######## design 1 ########
**Design 1: where the registers sit**

Other sequential cells in the stronger gray, the rest of the logic in the fainter gray.
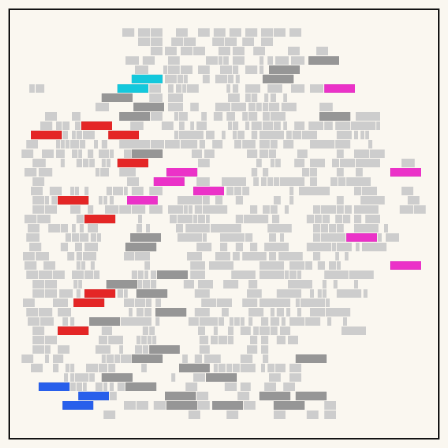

==> src/rtl/trace_dump_engine.sv <==
// trace_dump_engine: replays one channel of a circular trace RAM, oldest sample first, through offset/gain correction to a transmitter
module trace_dump_engine #(
   parameter int NUM_CH = 3,
   parameter int DW = 8,
   parameter int AW = 9
) (
   input  logic                       clk,
   input  logic                       rst_n,
   input  logic                       we,
   input  logic                       cap_en,
   input  logic [AW-1:0]              cap_addr,
   input  logic                       dump_req,
   input  logic [$clog2(NUM_CH)-1:0]  dump_chan,
   input  logic [AW-1:0]              trace_end,
   input  logic [NUM_CH*DW-1:0]       ch_rdata,
   input  logic                       og_valid,
   input  logic [2*DW-1:0]            og_data,
   input  logic                       tx_done,
   output logic                       ram_en,
   output logic [AW-1:0]              ram_addr,
   output logic                       og_req,
   output logic [$clog2(NUM_CH)-1:0]  og_chan,
   output logic [DW-1:0]              tx_data,
   output logic                       trmt,
   output logic                       busy,
   output logic                       dump_done,
   output logic                       dump_abort
);
   typedef enum logic [2:0] {IDLE, GET_OG, RD, CORR, TX} state_t;
   state_t state, state_nx;
   logic [AW-1:0] rd_ptr, count;
   logic [DW-1:0] offset, gain, raw, clamped, corr;
   logic signed [DW+1:0] sum;
   logic [2*DW-1:0] prod;
   logic last, abort, start, og_hit, load, fin;
   assign busy = state != IDLE;
   assign last = count == '1;
   assign abort = busy && we;
   assign start = state == IDLE && dump_req && !we;
   assign og_hit = state == GET_OG && og_valid && !we;
   assign load = state == CORR && !we;
   assign fin = state == TX && tx_done && !we;
   assign og_req = state == GET_OG;
   assign ram_en = we ? cap_en : state == RD;
   assign ram_addr = we ? cap_addr : rd_ptr;
   assign raw = ch_rdata[int'(og_chan)*DW +: DW];
   assign sum = $signed({2'b00, raw}) + $signed({{2{offset[DW-1]}}, offset});
   assign clamped = sum[DW+1] ? '0 : sum[DW] ? '1 : sum[DW-1:0];
   assign prod = {{DW{1'b0}}, clamped} * {{DW{1'b0}}, gain};
   assign corr = prod[2*DW-1] ? '1 : prod[2*DW-2:DW-1];
   // State register
   always_ff @(posedge clk or negedge rst_n)
      if (!rst_n) state <= IDLE;
      else state <= state_nx;
   // Next state; capture taking the RAM cancels any dump in progress
   always_comb begin
      state_nx = state;
      if (abort) state_nx = IDLE;
      else
         case (state)
            IDLE:    state_nx = start ? GET_OG : IDLE;
            GET_OG:  state_nx = og_valid ? RD : GET_OG;
            RD:      state_nx = CORR;
            CORR:    state_nx = TX;
            TX:      state_nx = tx_done ? (last ? IDLE : RD) : TX;
            default: state_nx = IDLE;
         endcase
   end
   // Dump bookkeeping, calibration latches and registered outputs
   always_ff @(posedge clk or negedge rst_n)
      if (!rst_n) begin
         og_chan <= '0;
         rd_ptr <= '0;
         count <= '0;
         offset <= '0;
         gain <= '0;
         tx_data <= '0;
         trmt <= 1'b0;
         dump_done <= 1'b0;
         dump_abort <= 1'b0;
      end else begin
         trmt <= load;
         dump_done <= fin && last;
         dump_abort <= abort;
         if (start) begin
            og_chan <= dump_chan;
            rd_ptr <= trace_end + 1'b1;
            count <= '0;
         end
         if (og_hit) begin
            offset <= og_data[2*DW-1:DW];
            gain <= og_data[DW-1:0];
         end
         if (load) tx_data <= corr;
         if (fin && !last) begin
            rd_ptr <= rd_ptr + 1'b1;
            count <= count + 1'b1;
         end
      end
endmodule

==> config.mk <==
export PLATFORM = sky130hd
export DESIGN_NAME = trace_dump_engine
export DESIGN_NICKNAME = d
export VERILOG_FILES = /design/src/rtl/trace_dump_engine.sv
export SDC_FILE = /design/constraint.sdc
export NUM_CORES = 1
export LEC_CHECK = 0
export CAP_MARGIN = 25
export CORE_MARGIN = 3
export CORE_UTILIZATION = 36
export DETAILED_ROUTE_END_ITERATION = 8
export PLACE_DENSITY = 0.6
export SLEW_MARGIN = 0
export SYNTH_ARGS = -nofsm -noshare
export SYNTH_HDL_FRONTEND = slang
export SYNTH_SLANG_ARGS = --single-unit
==> constraint.sdc <==
create_clock -name clk -period 16.51 [get_ports clk]
set_clock_uncertainty 0.05 [all_clocks]
set_input_delay 4.1275 -clock clk [delete_from_list [all_inputs] [get_ports clk]]
set_output_delay 4.1275 -clock clk [all_outputs]
set_load 0.005 [all_outputs]
######## design 2 ########
`config.mk`:
```
export PLATFORM = sky130hd
export DESIGN_NAME = tx_resp_arbiter_flat
export DESIGN_NICKNAME = d
export VERILOG_FILES = /design/src/rtl/tx_resp_arbiter_pkg.sv /design/src/rtl/tx_resp_arbiter_if.sv /design/src/rtl/tx_resp_arbiter_hold_buf.sv /design/src/rtl/tx_resp_arbiter.sv /design/src/flat_wrapper.sv
export SDC_FILE = /design/constraint.sdc
export NUM_CORES = 1
export LEC_CHECK = 0
export CAP_MARGIN = 20
export CORE_MARGIN = 4
export CORE_UTILIZATION = 50
export CTS_BUF_LIST = sky130_fd_sc_hd__clkbuf_8
export DETAILED_ROUTE_END_ITERATION = 8
export GPL_ROUTABILITY_DRIVEN = 0
export PLACE_DENSITY_LB_ADDON = 0.25
export SLEW_MARGIN = 20
export SYNTH_ARGS = -nofsm -noshare
export SYNTH_HDL_FRONTEND = slang
export SYNTH_HIERARCHICAL = 1
export SYNTH_SLANG_ARGS = --single-unit
export TNS_END_PERCENT = 30
```
`constraint.sdc`:
```
create_clock -name CLK -period 1.8 [get_ports CLK]
set_clock_uncertainty 0.05 [all_clocks]
set_input_delay 0.27 -clock CLK [delete_from_list [all_inputs] [get_ports CLK]]
set_output_delay 0.27 -clock CLK [all_outputs]
set_load 0.02 [all_outputs]
```
`src/rtl/tx_resp_arbiter_pkg.sv`:
```
// Shared definitions for the Tx response arbiter: FSM encoding, requester IDs, counter sizing.
package sys_pkg;

    typedef enum logic [1:0] {
        IDLE      = 2'd0,
        SEND      = 2'd1,
        WAIT_ACK  = 2'd2,
        WAIT_DONE = 2'd3
    } arb_state_e;

    typedef enum logic {
        SRC_ALU = 1'b0,
        SRC_RD  = 1'b1
    } src_e;

    // Busy-wait counter must be able to hold BUSY_TO itself.
    function automatic int to_cnt_w(input int busy_to);
        return $clog2(busy_to + 1);
    endfunction

endpackage

```
`src/rtl/tx_resp_arbiter_if.sv`:
```
// Response-source inputs, UART handshake and status outputs of the Tx response arbiter.
interface tx_resp_arbiter_if #(
    parameter int width = 8
);
    logic [2*width-1:0] ALU_out;
    logic               ALU_out_valid;
    logic [width-1:0]   RdData;
    logic               Rd_valid;
    logic               Busy;
    logic               Clr_err;
    logic [width-1:0]   Tx_Data;
    logic               Tx_valid;
    logic               Pend_alu;
    logic               Pend_rd;
    logic               Overrun;
    logic               Timeout_err;

    modport master (
        output ALU_out, ALU_out_valid, RdData, Rd_valid, Busy, Clr_err,
        input  Tx_Data, Tx_valid, Pend_alu, Pend_rd, Overrun, Timeout_err
    );

    modport slave (
        input  ALU_out, ALU_out_valid, RdData, Rd_valid, Busy, Clr_err,
        output Tx_Data, Tx_valid, Pend_alu, Pend_rd, Overrun, Timeout_err
    );
endinterface

```
`src/rtl/tx_resp_arbiter_hold_buf.sv`:
```
// One-entry holding buffer for a response source; a load while full (and not released) is dropped.
module resp_hold_buf #(
    parameter int W = 8
) (
    input  logic         clk_i,
    input  logic         rst_ni,
    input  logic         load_i,
    input  logic [W-1:0] data_i,
    input  logic         release_i,
    output logic [W-1:0] data_o,
    output logic         pend_o,
    output logic         ovr_o
);
    logic         pend_q, pend_d;
    logic [W-1:0] data_q, data_d;
    logic         accept;

    // A slot freed this cycle can take the new word immediately.
    assign accept = load_i && (!pend_q || release_i);
    assign ovr_o  = load_i && pend_q && !release_i;

    always_comb begin
        pend_d = pend_q;
        data_d = data_q;
        if (release_i) pend_d = 1'b0;
        if (accept) begin
            pend_d = 1'b1;
            data_d = data_i;
        end
    end

    always_ff @(posedge clk_i or negedge rst_ni) begin
        if (!rst_ni) pend_q <= 1'b0;
        else         pend_q <= pend_d;
    end

    always_ff @(posedge clk_i) begin
        data_q <= data_d;
    end

    assign data_o = data_q;
    assign pend_o = pend_q;
endmodule

```
`src/rtl/tx_resp_arbiter.sv`:
```
// Arbitrates ALU results (two bytes) and RegFile reads (one byte) onto the UART Tx byte path.
// Build option: define ARB_ROUND_ROBIN_EN for round-robin grants; otherwise ALU has fixed priority.
module tx_resp_arbiter
    import sys_pkg::*;
#(
    parameter int width   = 8,
    parameter int BUSY_TO = 255
) (
    input  logic             CLK,
    input  logic             Reset,
    tx_resp_arbiter_if.slave bus
);
    localparam int            CW      = to_cnt_w(BUSY_TO);
    localparam logic [CW-1:0] TO_LAST = CW'(BUSY_TO - 1);

    arb_state_e         state_q, state_d;
    src_e               src_q, src_d;
    logic               idx_q, idx_d;
    logic [CW-1:0]      cnt_q, cnt_d;
    logic [2*width-1:0] shadow_q, shadow_d;
    logic               tx_valid_q, tx_valid_d;
    logic [width-1:0]   tx_data_q, tx_data_d;
    logic               ovr_q, ovr_d;
    logic               tmo_q, tmo_d;
    logic               tmo_evt;
    logic               alu_pend, rd_pend, alu_ovr, rd_ovr;
    logic               rel_alu, rel_rd, alu_first;
    logic [2*width-1:0] alu_data;
    logic [width-1:0]   rd_data;

    resp_hold_buf #(.W(2*width)) u_alu_buf (
        .clk_i     (CLK),
        .rst_ni    (Reset),
        .load_i    (bus.ALU_out_valid),
        .data_i    (bus.ALU_out),
        .release_i (rel_alu),
        .data_o    (alu_data),
        .pend_o    (alu_pend),
        .ovr_o     (alu_ovr)
    );

    resp_hold_buf #(.W(width)) u_rd_buf (
        .clk_i     (CLK),
        .rst_ni    (Reset),
        .load_i    (bus.Rd_valid),
        .data_i    (bus.RdData),
        .release_i (rel_rd),
        .data_o    (rd_data),
        .pend_o    (rd_pend),
        .ovr_o     (rd_ovr)
    );

`ifdef ARB_ROUND_ROBIN_EN
    // Remembers the source served last; starts at RD so ALU wins the first tie.
    src_e last_q;

    always_ff @(posedge CLK or negedge Reset) begin
        if (!Reset)       last_q <= SRC_RD;
        else if (rel_alu) last_q <= SRC_ALU;
        else if (rel_rd)  last_q <= SRC_RD;
    end

    assign alu_first = (last_q == SRC_RD);
`else
    assign alu_first = 1'b1;
`endif

    always_comb begin
        state_d    = state_q;
        src_d      = src_q;
        idx_d      = idx_q;
        cnt_d      = cnt_q;
        shadow_d   = shadow_q;
        tx_valid_d = 1'b0;
        tx_data_d  = tx_data_q;
        tmo_evt    = 1'b0;
        rel_alu    = 1'b0;
        rel_rd     = 1'b0;
        case (state_q)
            IDLE: begin
                if (alu_pend && (!rd_pend || alu_first)) begin
                    rel_alu  = 1'b1;
                    src_d    = SRC_ALU;
                    shadow_d = alu_data;
                    idx_d    = 1'b0;
                    state_d  = SEND;
                end else if (rd_pend) begin
                    rel_rd   = 1'b1;
                    src_d    = SRC_RD;
                    shadow_d = {{width{1'b0}}, rd_data};
                    idx_d    = 1'b0;
                    state_d  = SEND;
                end
            end
            SEND: begin
                tx_valid_d = 1'b1;
                tx_data_d  = idx_q ? shadow_q[2*width-1:width] : shadow_q[width-1:0];
                cnt_d      = '0;
                state_d    = WAIT_ACK;
            end
            WAIT_ACK: begin
                cnt_d = cnt_q + CW'(1);
                if (bus.Busy) begin
                    state_d = WAIT_DONE;
                end else if (cnt_q == TO_LAST) begin
                    // Give up on the whole response, including an unsent high byte.
                    tmo_evt = 1'b1;
                    state_d = IDLE;
                end
            end
            WAIT_DONE: begin
                if (!bus.Busy) begin
                    if (src_q == SRC_ALU && !idx_q) begin
                        idx_d   = 1'b1;
                        state_d = SEND;
                    end else begin
                        state_d = IDLE;
                    end
                end
            end
            default: state_d = IDLE;
        endcase
    end

    // A new error event overrides a simultaneous clear.
    always_comb begin
        ovr_d = ovr_q;
        tmo_d = tmo_q;
        if (bus.Clr_err) begin
            ovr_d = 1'b0;
            tmo_d = 1'b0;
        end
        if (alu_ovr || rd_ovr) ovr_d = 1'b1;
        if (tmo_evt)           tmo_d = 1'b1;
    end

    always_ff @(posedge CLK or negedge Reset) begin
        if (!Reset) begin
            state_q    <= IDLE;
            src_q      <= SRC_ALU;
            idx_q      <= 1'b0;
            cnt_q      <= '0;
            tx_valid_q <= 1'b0;
            tx_data_q  <= '0;
            ovr_q      <= 1'b0;
            tmo_q      <= 1'b0;
        end else begin
            state_q    <= state_d;
            src_q      <= src_d;
            idx_q      <= idx_d;
            cnt_q      <= cnt_d;
            tx_valid_q <= tx_valid_d;
            tx_data_q  <= tx_data_d;
            ovr_q      <= ovr_d;
            tmo_q      <= tmo_d;
        end
    end

    always_ff @(posedge CLK) begin
        shadow_q <= shadow_d;
    end

    assign bus.Tx_valid    = tx_valid_q;
    assign bus.Tx_Data     = tx_data_q;
    assign bus.Pend_alu    = alu_pend;
    assign bus.Pend_rd     = rd_pend;
    assign bus.Overrun     = ovr_q;
    assign bus.Timeout_err = tmo_q;
endmodule

```
`src/flat_wrapper.sv`:
```
// flat-port wrapper written by rule: the top's interface ports become plain ports
module tx_resp_arbiter_flat import sys_pkg::*;
#(
    parameter int width   = 8,
    parameter int BUSY_TO = 255
)
  (CLK, Reset, bus_ALU_out, bus_ALU_out_valid, bus_RdData, bus_Rd_valid, bus_Busy, bus_Clr_err, bus_Tx_Data, bus_Tx_valid, bus_Pend_alu, bus_Pend_rd, bus_Overrun, bus_Timeout_err);
  tx_resp_arbiter_if #(.width(width)) bus_i ();
  input  logic CLK;
  input  logic Reset;
  input wire logic [$bits(bus_i.ALU_out)-1:0] bus_ALU_out;
  input wire logic [$bits(bus_i.ALU_out_valid)-1:0] bus_ALU_out_valid;
  input wire logic [$bits(bus_i.RdData)-1:0] bus_RdData;
  input wire logic [$bits(bus_i.Rd_valid)-1:0] bus_Rd_valid;
  input wire logic [$bits(bus_i.Busy)-1:0] bus_Busy;
  input wire logic [$bits(bus_i.Clr_err)-1:0] bus_Clr_err;
  output wire logic [$bits(bus_i.Tx_Data)-1:0] bus_Tx_Data;
  output wire logic [$bits(bus_i.Tx_valid)-1:0] bus_Tx_valid;
  output wire logic [$bits(bus_i.Pend_alu)-1:0] bus_Pend_alu;
  output wire logic [$bits(bus_i.Pend_rd)-1:0] bus_Pend_rd;
  output wire logic [$bits(bus_i.Overrun)-1:0] bus_Overrun;
  output wire logic [$bits(bus_i.Timeout_err)-1:0] bus_Timeout_err;
  assign bus_i.ALU_out = bus_ALU_out;
  assign bus_i.ALU_out_valid = bus_ALU_out_valid;
  assign bus_i.RdData = bus_RdData;
  assign bus_i.Rd_valid = bus_Rd_valid;
  assign bus_i.Busy = bus_Busy;
  assign bus_i.Clr_err = bus_Clr_err;
  assign bus_Tx_Data = bus_i.Tx_Data;
  assign bus_Tx_valid = bus_i.Tx_valid;
  assign bus_Pend_alu = bus_i.Pend_alu;
  assign bus_Pend_rd = bus_i.Pend_rd;
  assign bus_Overrun = bus_i.Overrun;
  assign bus_Timeout_err = bus_i.Timeout_err;
  tx_resp_arbiter #(.width(width), .BUSY_TO(BUSY_TO)) u_core (.CLK(CLK), .Reset(Reset), .bus(bus_i));
endmodule
```
######## design 3 ########
--- src/rtl/debounce_pkg.sv ---
// Shared types for the multi-channel button debouncer.
// Holds the channel FSM state encoding and the counter width helper.
package debounce_pkg;

    typedef enum logic [1:0] {
        RELEASED,
        CONFIRM_PRESS,
        HELD,
        CONFIRM_RELEASE
    } state_t;

    // Width able to hold 0..max_val, never narrower than one bit
    function automatic int cnt_width(input int max_val);
        return (max_val < 1) ? 1 : $clog2(max_val + 1);
    endfunction

endpackage

--- src/rtl/debounce_channel.sv ---
// One debounced button: synchroniser, confirm/held FSM and auto-repeat.
// Exposes its next press value so the top can register any_press in step.
module debounce_channel
    import debounce_pkg::*;
#(
    parameter int DEBOUNCE_CYCLES = 5,
    parameter int ACTIVE_LOW      = 1,
    parameter int SYNC_STAGES     = 2,
    parameter int REPEAT_CYCLES   = 0
) (
    input  logic clk,
    input  logic reset,
    input  logic i_noisy,
    output logic o_level,
    output logic o_press,
    output logic o_release,
    output logic o_press_nxt
);

    localparam int CW = cnt_width(DEBOUNCE_CYCLES);
    localparam int RW = cnt_width(REPEAT_CYCLES);
    localparam logic [CW-1:0] CNT_MAX = CW'(DEBOUNCE_CYCLES);
    localparam logic [RW-1:0] RPT_LAST =
        RW'(REPEAT_CYCLES > 0 ? REPEAT_CYCLES - 1 : 0);
    localparam logic IDLE_RAW = (ACTIVE_LOW != 0);
    localparam logic [SYNC_STAGES-1:0] SYNC_RST = {SYNC_STAGES{IDLE_RAW}};

    logic [SYNC_STAGES-1:0] r_sync;
    state_t                 r_state;
    logic [CW-1:0]          r_cnt;
    logic [RW-1:0]          r_rpt;
    logic                   r_level;
    logic                   r_press;
    logic                   r_release;

    state_t        w_state;
    logic [CW-1:0] w_cnt;
    logic [RW-1:0] w_rpt;
    logic          w_level;
    logic          w_press;
    logic          w_release;
    logic          w_rpt_run;
    logic          w_p;

    assign w_p = r_sync[SYNC_STAGES-1] ^ IDLE_RAW;

    always_comb begin
        w_state   = r_state;
        w_cnt     = r_cnt;
        w_rpt     = r_rpt;
        w_level   = r_level;
        w_press   = 1'b0;
        w_release = 1'b0;
        w_rpt_run = 1'b0;
        unique case (r_state)
            RELEASED: begin
                if (w_p) begin
                    w_state = CONFIRM_PRESS;
                    w_cnt   = CW'(1);
                end
            end
            CONFIRM_PRESS: begin
                if (!w_p) begin
                    w_state = RELEASED;
                    w_cnt   = '0;
                end else if (r_cnt == CNT_MAX) begin
                    w_state = HELD;
                    w_cnt   = '0;
                    w_rpt   = '0;
                    w_level = 1'b1;
                    w_press = 1'b1;
                end else begin
                    w_cnt = r_cnt + 1'b1;
                end
            end
            HELD: begin
                w_rpt_run = 1'b1;
                if (!w_p) begin
                    w_state = CONFIRM_RELEASE;
                    w_cnt   = CW'(1);
                end
            end
            CONFIRM_RELEASE: begin
                if (w_p) begin
                    w_state   = HELD;
                    w_cnt     = '0;
                    w_rpt_run = 1'b1;
                end else if (r_cnt == CNT_MAX) begin
                    w_state   = RELEASED;
                    w_cnt     = '0;
                    w_rpt     = '0;
                    w_level   = 1'b0;
                    w_release = 1'b1;
                end else begin
                    w_cnt     = r_cnt + 1'b1;
                    w_rpt_run = 1'b1;
                end
            end
        endcase
        // An accepted release suppresses w_rpt_run, so it wins over a repeat
        if (REPEAT_CYCLES > 0 && w_rpt_run) begin
            if (r_rpt == RPT_LAST) begin
                w_rpt   = '0;
                w_press = 1'b1;
            end else begin
                w_rpt = r_rpt + 1'b1;
            end
        end
    end

    always_ff @(posedge clk or posedge reset) begin
        if (reset) begin
            r_sync    <= SYNC_RST;
            r_state   <= RELEASED;
            r_cnt     <= '0;
            r_rpt     <= '0;
            r_level   <= 1'b0;
            r_press   <= 1'b0;
            r_release <= 1'b0;
        end else begin
            r_sync    <= {r_sync[SYNC_STAGES-2:0], i_noisy};
            r_state   <= w_state;
            r_cnt     <= w_cnt;
            r_rpt     <= w_rpt;
            r_level   <= w_level;
            r_press   <= w_press;
            r_release <= w_release;
        end
    end

    assign o_level     = r_level;
    assign o_press     = r_press;
    assign o_release   = r_release;
    assign o_press_nxt = w_press;

endmodule

--- src/rtl/multi_debouncer.sv ---
// N independent button debouncers with a combined press indicator.
// any_press is registered from the channels' next press values.
module multi_debouncer
    import debounce_pkg::*;
#(
    parameter int CHANNELS        = 4,
    parameter int DEBOUNCE_CYCLES = 5,
    parameter int ACTIVE_LOW      = 1,
    parameter int SYNC_STAGES     = 2,
    parameter int REPEAT_CYCLES   = 0
) (
    input  logic                clk,
    input  logic                reset,
    input  logic [CHANNELS-1:0] noisy_button,
    output logic [CHANNELS-1:0] clean_level,
    output logic [CHANNELS-1:0] press_pulse,
    output logic [CHANNELS-1:0] release_pulse,
    output logic                any_press
);

    logic [CHANNELS-1:0] w_press_nxt;
    logic                r_any;

    for (genvar g = 0; g < CHANNELS; g++) begin : g_ch
        debounce_channel #(
            .DEBOUNCE_CYCLES (DEBOUNCE_CYCLES),
            .ACTIVE_LOW      (ACTIVE_LOW),
            .SYNC_STAGES     (SYNC_STAGES),
            .REPEAT_CYCLES   (REPEAT_CYCLES)
        ) u_ch (
            .clk         (clk),
            .reset       (reset),
            .i_noisy     (noisy_button[g]),
            .o_level     (clean_level[g]),
            .o_press     (press_pulse[g]),
            .o_release   (release_pulse[g]),
            .o_press_nxt (w_press_nxt[g])
        );
    end

    always_ff @(posedge clk or posedge reset) begin
        if (reset) begin
            r_any <= 1'b0;
        end else begin
            r_any <= |w_press_nxt;
        end
    end

    assign any_press = r_any;

endmodule
--- config.mk ---
export PLATFORM = sky130hd
export DESIGN_NAME = multi_debouncer
export DESIGN_NICKNAME = d
export VERILOG_FILES = /design/src/rtl/debounce_pkg.sv /design/src/rtl/debounce_channel.sv /design/src/rtl/multi_debouncer.sv
export SDC_FILE = /design/constraint.sdc
export NUM_CORES = 1
export LEC_CHECK = 0
export CAP_MARGIN = 20
export CORE_MARGIN = 2
export CORE_UTILIZATION = 54
export CTS_CLUSTER_DIAMETER = 120
export DETAILED_ROUTE_END_ITERATION = 16
export PLACE_DENSITY = 0.81
export SLEW_MARGIN = 30
export SYNTH_ARGS = -nofsm -noshare
export SYNTH_HDL_FRONTEND = slang
export SYNTH_SLANG_ARGS = --single-unit
--- constraint.sdc ---
create_clock -name clk -period 1.5 [get_ports clk]
set_input_delay 0.3 -clock clk [delete_from_list [all_inputs] [get_ports clk]]
set_output_delay 0.3 -clock clk [all_outputs]
set_load 0.02 [all_outputs]
######## design 4 ########
==> config.mk <==
export PLATFORM = sky130hd
export DESIGN_NAME = muldiv_seq
export DESIGN_NICKNAME = d
export VERILOG_FILES = /design/src/rtl/muldiv_seq_pkg.sv /design/src/rtl/muldiv_iter.sv /design/src/rtl/muldiv_seq.sv
export SDC_FILE = /design/constraint.sdc
export NUM_CORES = 2
export LEC_CHECK = 0
export CORE_MARGIN = 2
export CORE_UTILIZATION = 50
export CTS_BUF_LIST = sky130_fd_sc_hd__clkbuf_16
export CTS_CLUSTER_DIAMETER = 50
export DETAILED_ROUTE_END_ITERATION = 10
export PLACE_DENSITY = 0.68
export SLEW_MARGIN = 20
export SYNTH_ARGS = -nofsm -noshare
export SYNTH_HDL_FRONTEND = slang
export SYNTH_SLANG_ARGS = --single-unit
==> constraint.sdc <==
create_clock -name clk -period 9.6 [get_ports clk]
set_input_delay 1.92 -clock clk [delete_from_list [all_inputs] [get_ports clk]]
set_output_delay 1.92 -clock clk [all_outputs]
set_load 0.03 [all_outputs]
==> src/rtl/muldiv_seq_pkg.sv <==
// rtl/muldiv_seq_pkg.sv - shared types and constants for the RV64M multiply/divide sequencer
package muldiv_seq_pkg;

    typedef enum logic [3:0] {
        MD_MUL, MD_MULH, MD_MULHSU, MD_MULHU,
        MD_DIV, MD_DIVU, MD_REM, MD_REMU
    } muldiv_op_t;

    localparam logic [6:0] F7_muldiv  = 7'b0000001;
    localparam logic [6:0] OPCODE_R   = 7'b0110011;
    localparam logic [6:0] OPCODE_R_W = 7'b0111011;

    typedef struct packed {
        logic       isMulDiv;
        logic       is_word;
        muldiv_op_t muldiv_op;
    } control_t;

    typedef enum logic [1:0] {ST_IDLE, ST_BUSY, ST_DONE} state_t;

    // Which slice of the datapath becomes the result
    typedef enum logic [1:0] {SEL_LO, SEL_HI, SEL_QUO} res_sel_t;

    function automatic logic op_is_div(input muldiv_op_t o);
        return o inside {MD_DIV, MD_DIVU, MD_REM, MD_REMU};
    endfunction

endpackage

==> src/rtl/muldiv_iter.sv <==
// rtl/muldiv_iter.sv - one-bit-per-cycle shift-add / restoring shift-subtract datapath
module muldiv_iter #(
    parameter int XLEN = 64
) (
    input  logic              clk,
    input  logic              reset,
    input  logic              load,
    input  logic              step,
    input  logic              is_div,
    input  logic [XLEN-1:0]   load_sh,
    input  logic [XLEN-1:0]   load_opnd,
    output logic [2*XLEN-1:0] acc_nxt,
    output logic [XLEN-1:0]   sh_nxt
);

    // acc: product (mul) or partial remainder (div); sh: multiplier/dividend, MSB first,
    // with quotient bits shifted in at the bottom; opnd: multiplicand or divisor.
    logic [2*XLEN-1:0] acc_q;
    logic [XLEN-1:0]   sh_q;
    logic [XLEN-1:0]   opnd_q;
    logic [XLEN:0]     shifted;
    logic [XLEN:0]     trial;

    assign shifted = {acc_q[XLEN-1:0], sh_q[XLEN-1]};
    assign trial   = shifted - {1'b0, opnd_q};

    // Next-state of the datapath; exposed so the FSM can capture the final step's result
    always_comb begin
        acc_nxt = acc_q;
        sh_nxt  = sh_q;
        if (load) begin
            acc_nxt = '0;
            sh_nxt  = load_sh;
        end else if (step) begin
            if (is_div) begin
                // Remainder stays below the divisor, so the top half is always zero
                acc_nxt = {{XLEN{1'b0}}, trial[XLEN] ? shifted[XLEN-1:0] : trial[XLEN-1:0]};
                sh_nxt  = {sh_q[XLEN-2:0], ~trial[XLEN]};
            end else begin
                acc_nxt = {acc_q[2*XLEN-2:0], 1'b0}
                        + {{XLEN{1'b0}}, (sh_q[XLEN-1] ? opnd_q : {XLEN{1'b0}})};
                sh_nxt  = {sh_q[XLEN-2:0], 1'b0};
            end
        end
    end

    // Datapath registers
    always_ff @(posedge clk) begin
        if (reset) begin
            acc_q  <= '0;
            sh_q   <= '0;
            opnd_q <= '0;
        end else begin
            acc_q <= acc_nxt;
            sh_q  <= sh_nxt;
            if (load) begin
                opnd_q <= load_opnd;
            end
        end
    end

endmodule

==> src/rtl/muldiv_seq.sv <==
// rtl/muldiv_seq.sv - iterative RV64M multiply/divide sequencer for the EX stage
module muldiv_seq
    import muldiv_seq_pkg::*;
#(
    parameter int XLEN  = 64,
    parameter int CNT_W = 7
) (
    input  logic            clk,
    input  logic            reset,
    input  logic            flush,
    input  logic            in_valid,
    output logic            in_ready,
    input  muldiv_op_t      op,
    input  logic            is_word,
    input  logic [XLEN-1:0] a,
    input  logic [XLEN-1:0] b,
    output logic            out_valid,
    input  logic            out_ready,
    output logic [XLEN-1:0] out_data,
    output logic            busy
);

    localparam int H = XLEN / 2;
    localparam logic [XLEN-1:0] MIN_F = {1'b1, {(XLEN-1){1'b0}}};
    localparam logic [XLEN-1:0] MIN_W = {{(H+1){1'b1}}, {(H-1){1'b0}}};

    state_t            state_q, state_d;
    logic [CNT_W-1:0]  cnt_q;
    logic              neg_q, div_q, word_q;
    res_sel_t          sel_q;

    muldiv_op_t        op_eff;
    logic              accept, step, is_div, is_rem, sgn_a, sgn_b, sa, sb;
    logic              div_zero, ovf, special;
    logic [XLEN-1:0]   a_ext, b_ext, a_sx, b_sx, ma, mb, special_val;
    logic [H-1:0]      a_neg_h, b_neg_h;
    logic [2*XLEN-1:0] acc_nxt, base, prod;
    logic [XLEN-1:0]   sh_nxt, res, fin;

    assign in_ready  = (state_q == ST_IDLE) && !flush;
    assign accept    = in_valid && in_ready;
    assign out_valid = (state_q == ST_DONE);
    assign busy      = (state_q != ST_IDLE);
    assign step      = (state_q == ST_BUSY) && !flush;

    // Operand decode: signedness, magnitudes and the cases resolved without iterating
    always_comb begin
        op_eff   = (op > MD_REMU) ? MD_MUL : op;
        is_div   = op_is_div(op_eff);
        is_rem   = op_eff inside {MD_REM, MD_REMU};
        sgn_a    = op_eff inside {MD_MULH, MD_MULHSU, MD_DIV, MD_REM};
        sgn_b    = op_eff inside {MD_MULH, MD_DIV, MD_REM};
        a_ext    = is_word ? {{H{1'b0}}, a[H-1:0]} : a;
        b_ext    = is_word ? {{H{1'b0}}, b[H-1:0]} : b;
        a_sx     = is_word ? {{H{a[H-1]}}, a[H-1:0]} : a;
        b_sx     = is_word ? {{H{b[H-1]}}, b[H-1:0]} : b;
        sa       = sgn_a && (is_word ? a[H-1] : a[XLEN-1]);
        sb       = sgn_b && (is_word ? b[H-1] : b[XLEN-1]);
        a_neg_h  = ~a[H-1:0] + 1'b1;
        b_neg_h  = ~b[H-1:0] + 1'b1;
        ma       = sa ? (is_word ? {{H{1'b0}}, a_neg_h} : (~a + 1'b1)) : a_ext;
        mb       = sb ? (is_word ? {{H{1'b0}}, b_neg_h} : (~b + 1'b1)) : b_ext;
        div_zero = is_div && (b_ext == '0);
        ovf      = is_div && sgn_a && (a_sx == (is_word ? MIN_W : MIN_F)) && (b_sx == '1);
        special  = div_zero || ovf;
        if (div_zero) begin
            special_val = is_rem ? a_sx : '1;
        end else begin
            special_val = is_rem ? '0 : (is_word ? MIN_W : MIN_F);
        end
    end

    // Final sign correction and slice selection on the last step's datapath value
    always_comb begin
        base = (sel_q == SEL_QUO) ? {{XLEN{1'b0}}, sh_nxt} : acc_nxt;
        prod = neg_q ? (~base + 1'b1) : base;
        res  = (sel_q == SEL_HI) ? prod[2*XLEN-1:XLEN] : prod[XLEN-1:0];
        fin  = word_q ? {{H{res[H-1]}}, res[H-1:0]} : res;
    end

    // Next-state logic; flush overrides every other event
    always_comb begin
        state_d = state_q;
        case (state_q)
            ST_IDLE: if (accept) state_d = special ? ST_DONE : ST_BUSY;
            ST_BUSY: if (cnt_q == '0) state_d = ST_DONE;
            ST_DONE: if (out_ready) state_d = ST_IDLE;
            default: state_d = ST_IDLE;
        endcase
        if (flush) state_d = ST_IDLE;
    end

    // State, iteration counter, per-op controls and the held result
    always_ff @(posedge clk) begin
        if (reset) begin
            state_q  <= ST_IDLE;
            cnt_q    <= '0;
            neg_q    <= 1'b0;
            div_q    <= 1'b0;
            word_q   <= 1'b0;
            sel_q    <= SEL_LO;
            out_data <= '0;
        end else begin
            state_q <= state_d;
            if (accept) begin
                cnt_q  <= CNT_W'(is_word ? H - 1 : XLEN - 1);
                neg_q  <= is_rem ? sa : (sa ^ sb);
                div_q  <= is_div;
                word_q <= is_word;
                if (is_div) begin
                    sel_q <= is_rem ? SEL_LO : SEL_QUO;
                end else begin
                    sel_q <= (op_eff == MD_MUL || is_word) ? SEL_LO : SEL_HI;
                end
                if (special) begin
                    out_data <= special_val;
                end
            end else if (step) begin
                cnt_q <= cnt_q - 1'b1;
                if (cnt_q == '0) begin
                    out_data <= fin;
                end
            end
        end
    end

    muldiv_iter #(.XLEN(XLEN)) u_iter (
        .clk       (clk),
        .reset     (reset),
        .load      (accept && !special),
        .step      (step),
        .is_div    (div_q),
        .load_sh   (is_div ? (is_word ? (ma << H) : ma) : (is_word ? (mb << H) : mb)),
        .load_opnd (is_div ? mb : ma),
        .acc_nxt   (acc_nxt),
        .sh_nxt    (sh_nxt)
    );

endmodule

**Design 2: where the registers sit**

Other sequential cells in the stronger gray, the rest of the logic in the fainter gray.
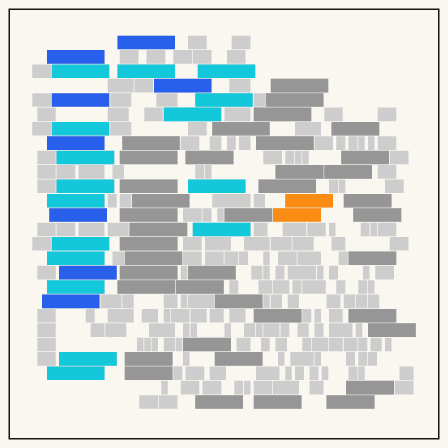
`u_core/u_rd_buf/data_o` -> blue  # placed flops 8
`u_core/state_q` -> orange  # placed flops 2
`u_core/u_alu_buf/data_o` -> cyan  # placed flops 16
not colored = 39
Seq/total area: 53.8%

==> metrics.cfg, design 2 <==
[run_status]
status=complete, no violations

[global_routing]
grt_use_met2_pct=24.6
grt_first_pass_wirelength_microns=7340
grt_pass1_vias=1564
grtUsageTotal_pct=15.6
antenna_found_initial=0

[routing]
num_vias=1593
wire_per_inst_microns=13.6
wl_met1_microns=1990
first_pass_iters=4
top_layer=met4
via_per_inst=4.90

[critical_path]
r2r-end=u_core/u_alu_buf/data_o[0]
path_max_fanout=16
rr_startpoint=u_core/state_q[0]
cp.depth=5
critPathLaunch=u_core/state_q[0]
crit_chain=inv_1 > ha_2 > and2_1 > nand2b_4 > and2_4
required_ps=1770
cp_top_family=simple AND/OR/NAND/NOR gates
slowest_stage=dfrtp_1
crit_path_end=u_core/u_alu_buf/data_o[0]
cp-end-kind=register
reg2reg_setup_slack_ps=80

[synth]
syn_nets=231
synthArstFlopShare_pct=38.5
synth_seq_share_pct=68.7
edf_count=40
fa_ha_area_share_pct=3.29
top_cell_area_share_pct=45.2
most_common_cell=edfxtp_1
syn-cell-area_sq_um=2660

[hold_path]
hp-class=in2async

[cells_and_area]
antenna_cells=0
clkbuf_count=9
layout-drive-gt1-share_pct=16.1
nonClockBufferCount=52
n_fill_cell=403
area_growth_pct=27.6
fin_util_pct=66.0
num-multi-input-gates=111
flops=65
flop_area_sq_um=1830
largestClassByArea=registers
fin_cells=325
nNetsFinal=287

[timing]
hold_slack_ps=255
period_used_pct=95.6
relSlewSlack_pct=63.3
report.final.setup_viol=0
finalSetupTns_ps=0

[clocking]
clk_pin_slew_ps=70
cts.sinks=65
post-cts-setup-buffers=0
htreeDepth=3
cts-hold-fix-buffers=0
cts_root_buf=clkbuf_8

[flow_run]
tool_warnings=32

[die]
ioPinCount=43
die_w_microns=80.9
row_count=26

[placement]
dp.final_hpwl_microns=3180

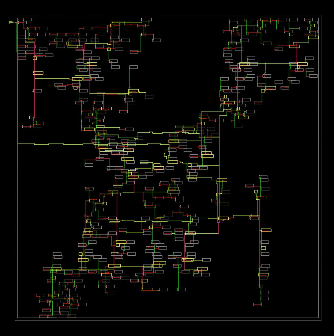
**Above:** design 4 (clock wiring as the flow saved it).
clk sinks: 334
Inserted Clock Buffers: 54

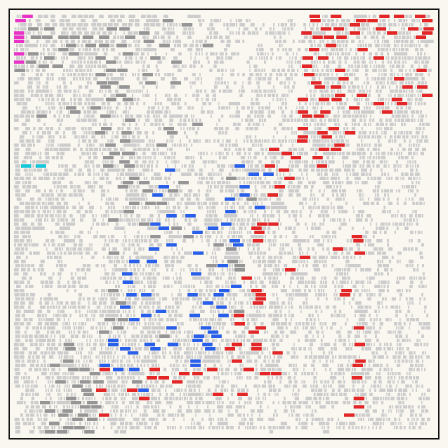
**Above:** design 4 (where the registers sit).
Other sequential cells in the stronger gray, the rest of the logic in the fainter gray.
`state_q` -> cyan  # placed flops 2
`u_iter.acc_q` -> red  # placed flops 128
`u_iter.sh_q` -> blue  # placed flops 64
`cnt_q` -> magenta  # placed flops 7, where north-west
not colored = 133
Seq/total area: 15.4%

==> metrics.cfg, design 4 <==
[cells_and_area]
n_fill_cell=7378
postLayoutCellArea_sq_um=43400
largestClassByArea=combinational gates
layout_top_cell=nand2_1
flop_area_sq_um=6690

[run_status]
status=complete, no violations

[timing]
setup_slack_ps=758
slew_viol_final=0
fmax_mhz=113

[placement]
pre_cts_ws_ps=456
gp_congestion=1.18

[critical_path]
rr_startpoint=u_iter.sh_q[63]
cp_top_family=simple AND/OR/NAND/NOR gates
crit_chain=clkdlybuf4s50_1 > inv_1 > ha_1 > or3b_1 > or4_4 > nor3_2 > nor4b_4 > a211o_4 > buf_4 > a31oi_1 > a32oi_1 > and3_1 > and4_1 > nand3_4 > or3_1 > nor4_1 > mux2_2 > o211ai_1 > a32o_1
critPathLaunchType=primary input
path_max_fanout=23
cp-end-kind=register

[synth]
edf_count=0
yosysUniqueCellTypes=110
syn-cell-area_sq_um=38200

[routing]
num_vias=50130
finalWirelength_microns=220000
wire_per_inst_microns=32.3

[die]
fp.dieH_microns=280
taps=978

[global_routing]
grtUsageMet1_pct=66.6
met3_usage_pct=24.6

[clocking]
cts_tree=done
cts-hold-fix-buffers=0

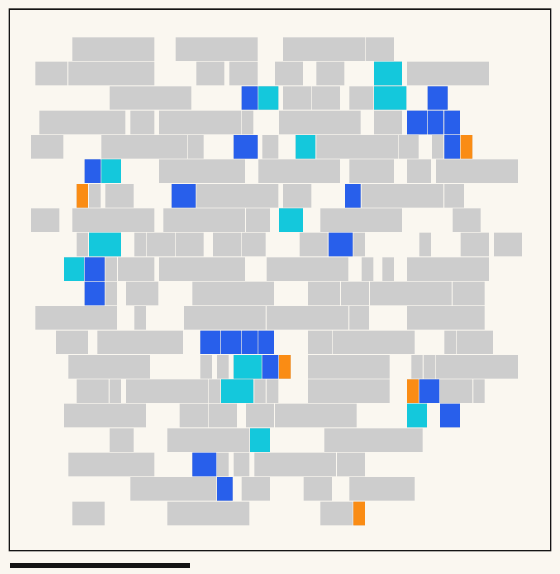
**Above:** design 3 (gate families picked out).
Scale bar: 20 microns.
and/or cells -> cyan  # cells 12
aoi and oai cells -> blue  # cells 22, most used o22ai_1
inv cells -> orange  # cells 5, most used inv_1
Comb area share: 28.7%
Post-Layout Cell Count: 201
most used logic cell in the final layout: dfrtp_1

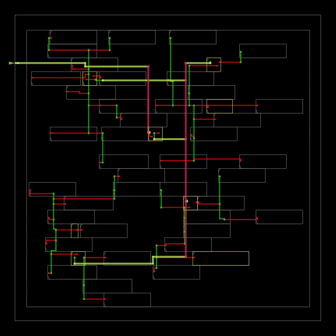
**Above:** design 3 (clock wiring as the flow saved it).
Clock buffer cells: 7
clk sinks: 41
Fin Clk Skew: 13.4 ps

==> metrics.cfg, design 3 <==
[synth]
synthCells=142
synth-main-ff-cell=dfrtp_1
logic_family=simple AND/OR/NAND/NOR gates
syn-cell-area_sq_um=1700
ys_sh_xor_pct=2.58
synthArstFlopShare_pct=100
mux_area_share_pct=3.68
aoi_share_pct=9.71
fa_ha_area_share_pct=0
ys_warn_count=0

[critical_path]
ff2ff_path_depth=3
path_class=reg2out
critPathLaunchType=register
arrival_ps=1090
crit_chain=dlygate4sd2_1
max_stage_delay_ps=420
r2r-end=any_press
cp.depth=1
cp-end-kind=primary output
crit_path_end=clean_level[0]

[global_routing]
grt_max_degree=42
met3_usage_pct=6.71
grtUsageMet1_pct=21.3
grtUsageTotal_pct=17.3
gr-total-overflow=0

[cells_and_area]
postLayoutCellArea_sq_um=1930
fin_util_pct=63.9
nonClockBufferCount=19
flops=41
num-multi-input-gates=84
layout-drive-gt1-share_pct=12.7
buf_share_pct=9.51
top_register=g_ch.u_ch.r_cnt

[die]
row_count=20
floorplan.core_util_pct=56.2
fp.dieH_microns=60.1
ioPinCount=19

[clocking]
cts-hold-fix-buffers=0
cts_root_buf=clkbuf_4
htreeDepth=2
cts_buffer_depth=2
post-cts-setup-buffers=0
clk_pin_slew_ps=120

[run_status]
status=complete, no violations

[timing]
report.final.setup_viol=0
finalHoldViolations=0
min_period_ps=1390
period_used_pct=92.8
slew_viol_final=0
rsz0062_at_grt=no

[placement]
pre_cts_ws_ps=169
gp_congestion=0.699

[routing]
finalWirelength_microns=2520
wire_per_inst_microns=12.5

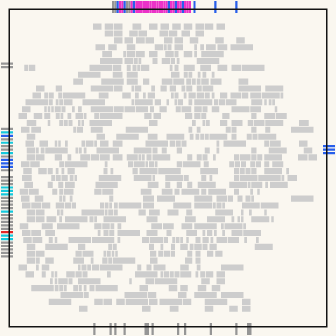
**Above:** design 1 (pin placement).
Pins as bars across the die edge, other pins in gray.
`dump_req` -> red  # pins 1, direction input, edge west
`ram_addr` -> cyan  # pins 9, direction output, edge west
`ch_rdata` -> magenta  # pins 24, direction input, edge north
`og_data` -> blue  # pins 16, direction input, edge 9 north, 4 west, 3 east
die width: 125 microns
Die Height: 125 microns
Port Buffers: 91

## Picture notes: 'where the registers sit' of design 1
`rd_ptr` -> red  # placed flops 9
`gain` -> magenta  # placed flops 8
`state` -> blue  # placed flops 3
`og_chan` -> cyan  # placed flops 2
not colored = 28
Reg area: 1250 sq um
Seq/total area: 19.8%
Final Core Density: 46.7%

==> metrics.cfg, design 1 <==
[global_routing]
grt-busiest-layer=met2
grt_first_pass_wirelength_microns=20900
grt_use_met2_pct=27.0
met3_usage_pct=3.95
grt_pass1_vias=4371

[synth]
ys_sh_xor_pct=2.58
synth_seq_share_pct=24.6
yosysUniqueCellTypes=68
most_common_cell=and2_1
synth.cells.most_frequent=and2_1, dfrtp_1, nand2_1
edf_count=0
synthSimpleGateAreaFrac_pct=19.6
ys_cells=539

[clocking]
clk_pin_slew_ps=80
cts_resized=0
htreeDepth=2
cts-hold-fix-buffers=0
numCtsBuffers=5

[cells_and_area]
nNetsFinal=771
n_fill_cell=1285
top_regs=count: 9 flops, rd_ptr: 9 flops
final_cell_mix=clkdlybuf4s50_1, and2_1, dfrtp_1
clkbuf_count=6

[placement]
dp.final_hpwl_microns=9580

[critical_path]
rr_startpoint=og_chan[1]
cp-end-kind=register
ff2ff_path_depth=27
critPathLaunch=ch_rdata[16]
max_stage_delay_ps=550
critPathLaunchType=primary input
path_max_fanout=10

[run_status]
status=complete, no violations

[timing]
period_used_pct=68.5
tightest_slew_ps=885
min_period_ps=11320
rsz0062_at_grt=no
slew_viol_final=0

[routing]
routed-wl-met2_microns=6100
via_per_inst=5.27

[die]
floorplan.core_util_pct=37.7

[flow_run]
drv_cap=0


## Gallery

Metal layers overlaid.
(a)
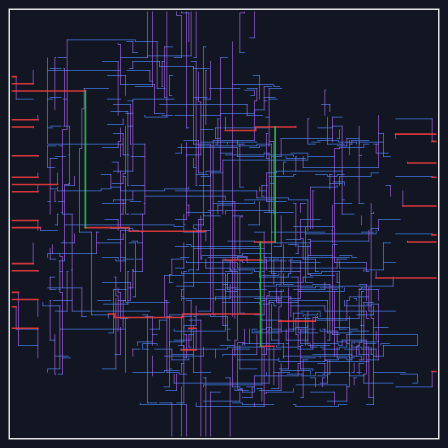
(b)
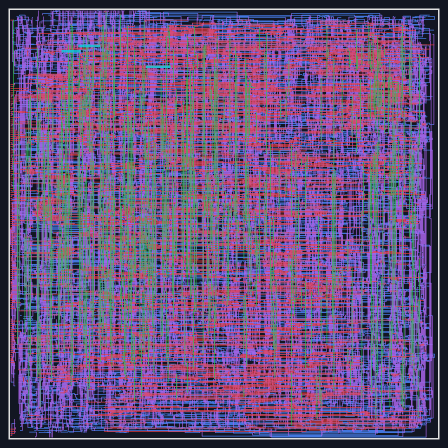
(c)
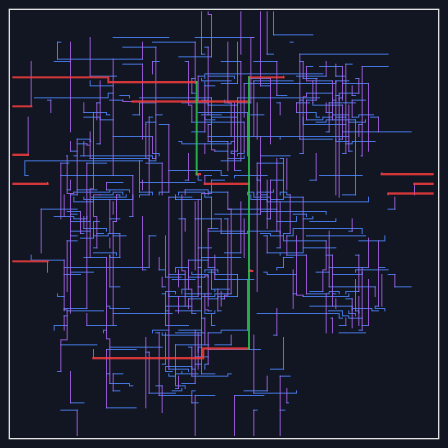
(d)
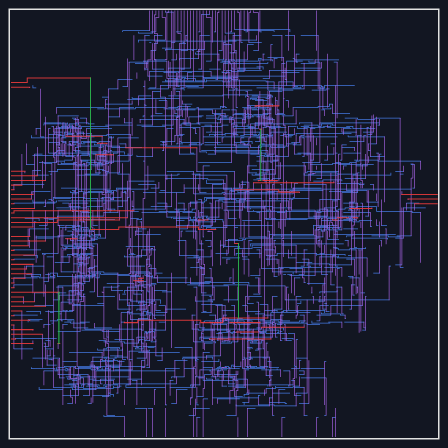
design 4 -> (b)
design 3 -> (c)
design 2 -> (a)
design 1 -> (d)
The one with the most wire is (b).
The one with the least wire is (c).



## Gallery

Pin placement.
Pins as bars across the die edge, other pins in gray.
panel A
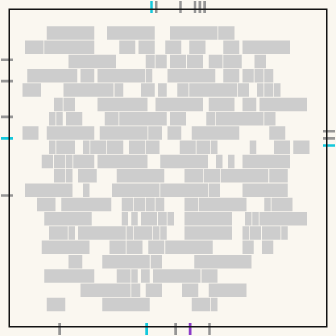
panel B
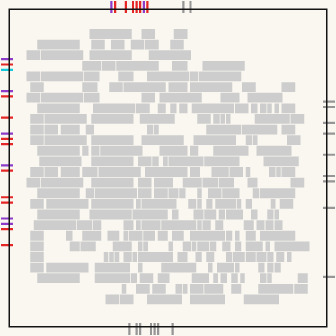
panel C
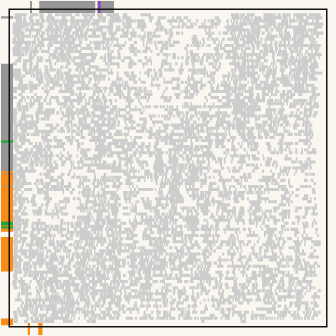
The one with the most pins is panel C.
Panel B is design 2.
Panel A is design 3.
Panel C is design 4.


==> layout pictures side by side <==
Gate families picked out.
picture 1
Scale bar: 100 microns.
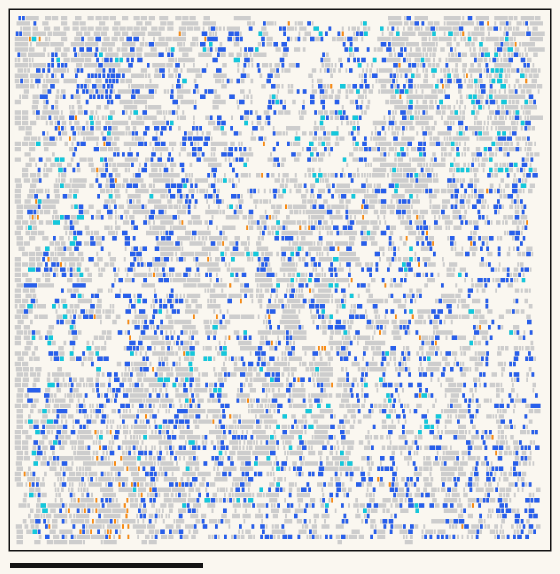
picture 2
Scale bar: 20 microns.
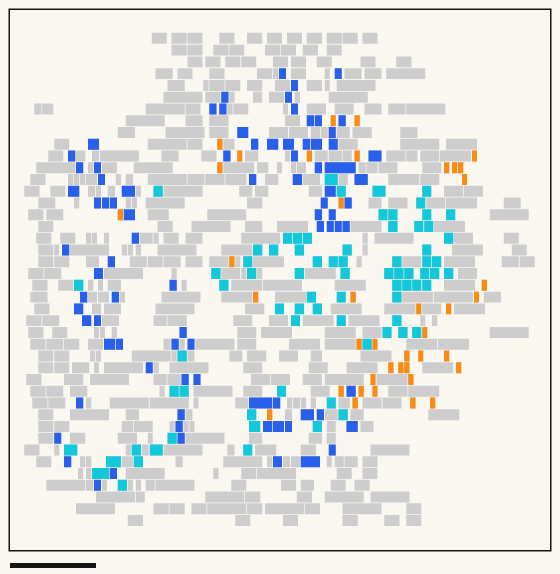
picture 3
Scale bar: 20 microns.
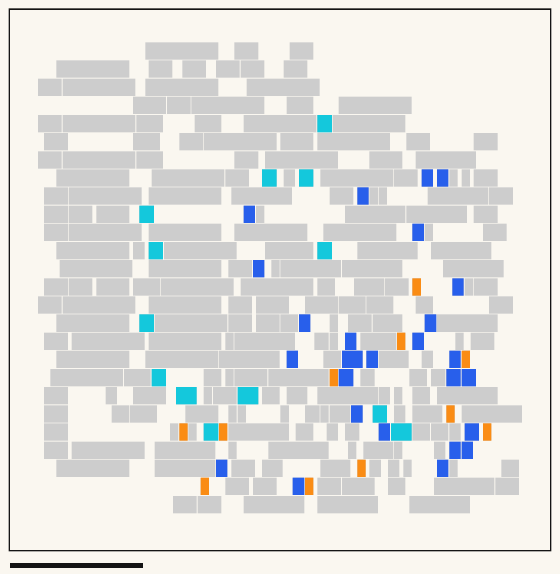
| from | picture |
|---|---|
| design 4 | picture 1 |
| design 1 | picture 2 |
| design 2 | picture 3 |
The one with the largest die is picture 1.
The one with the smallest die is picture 3.

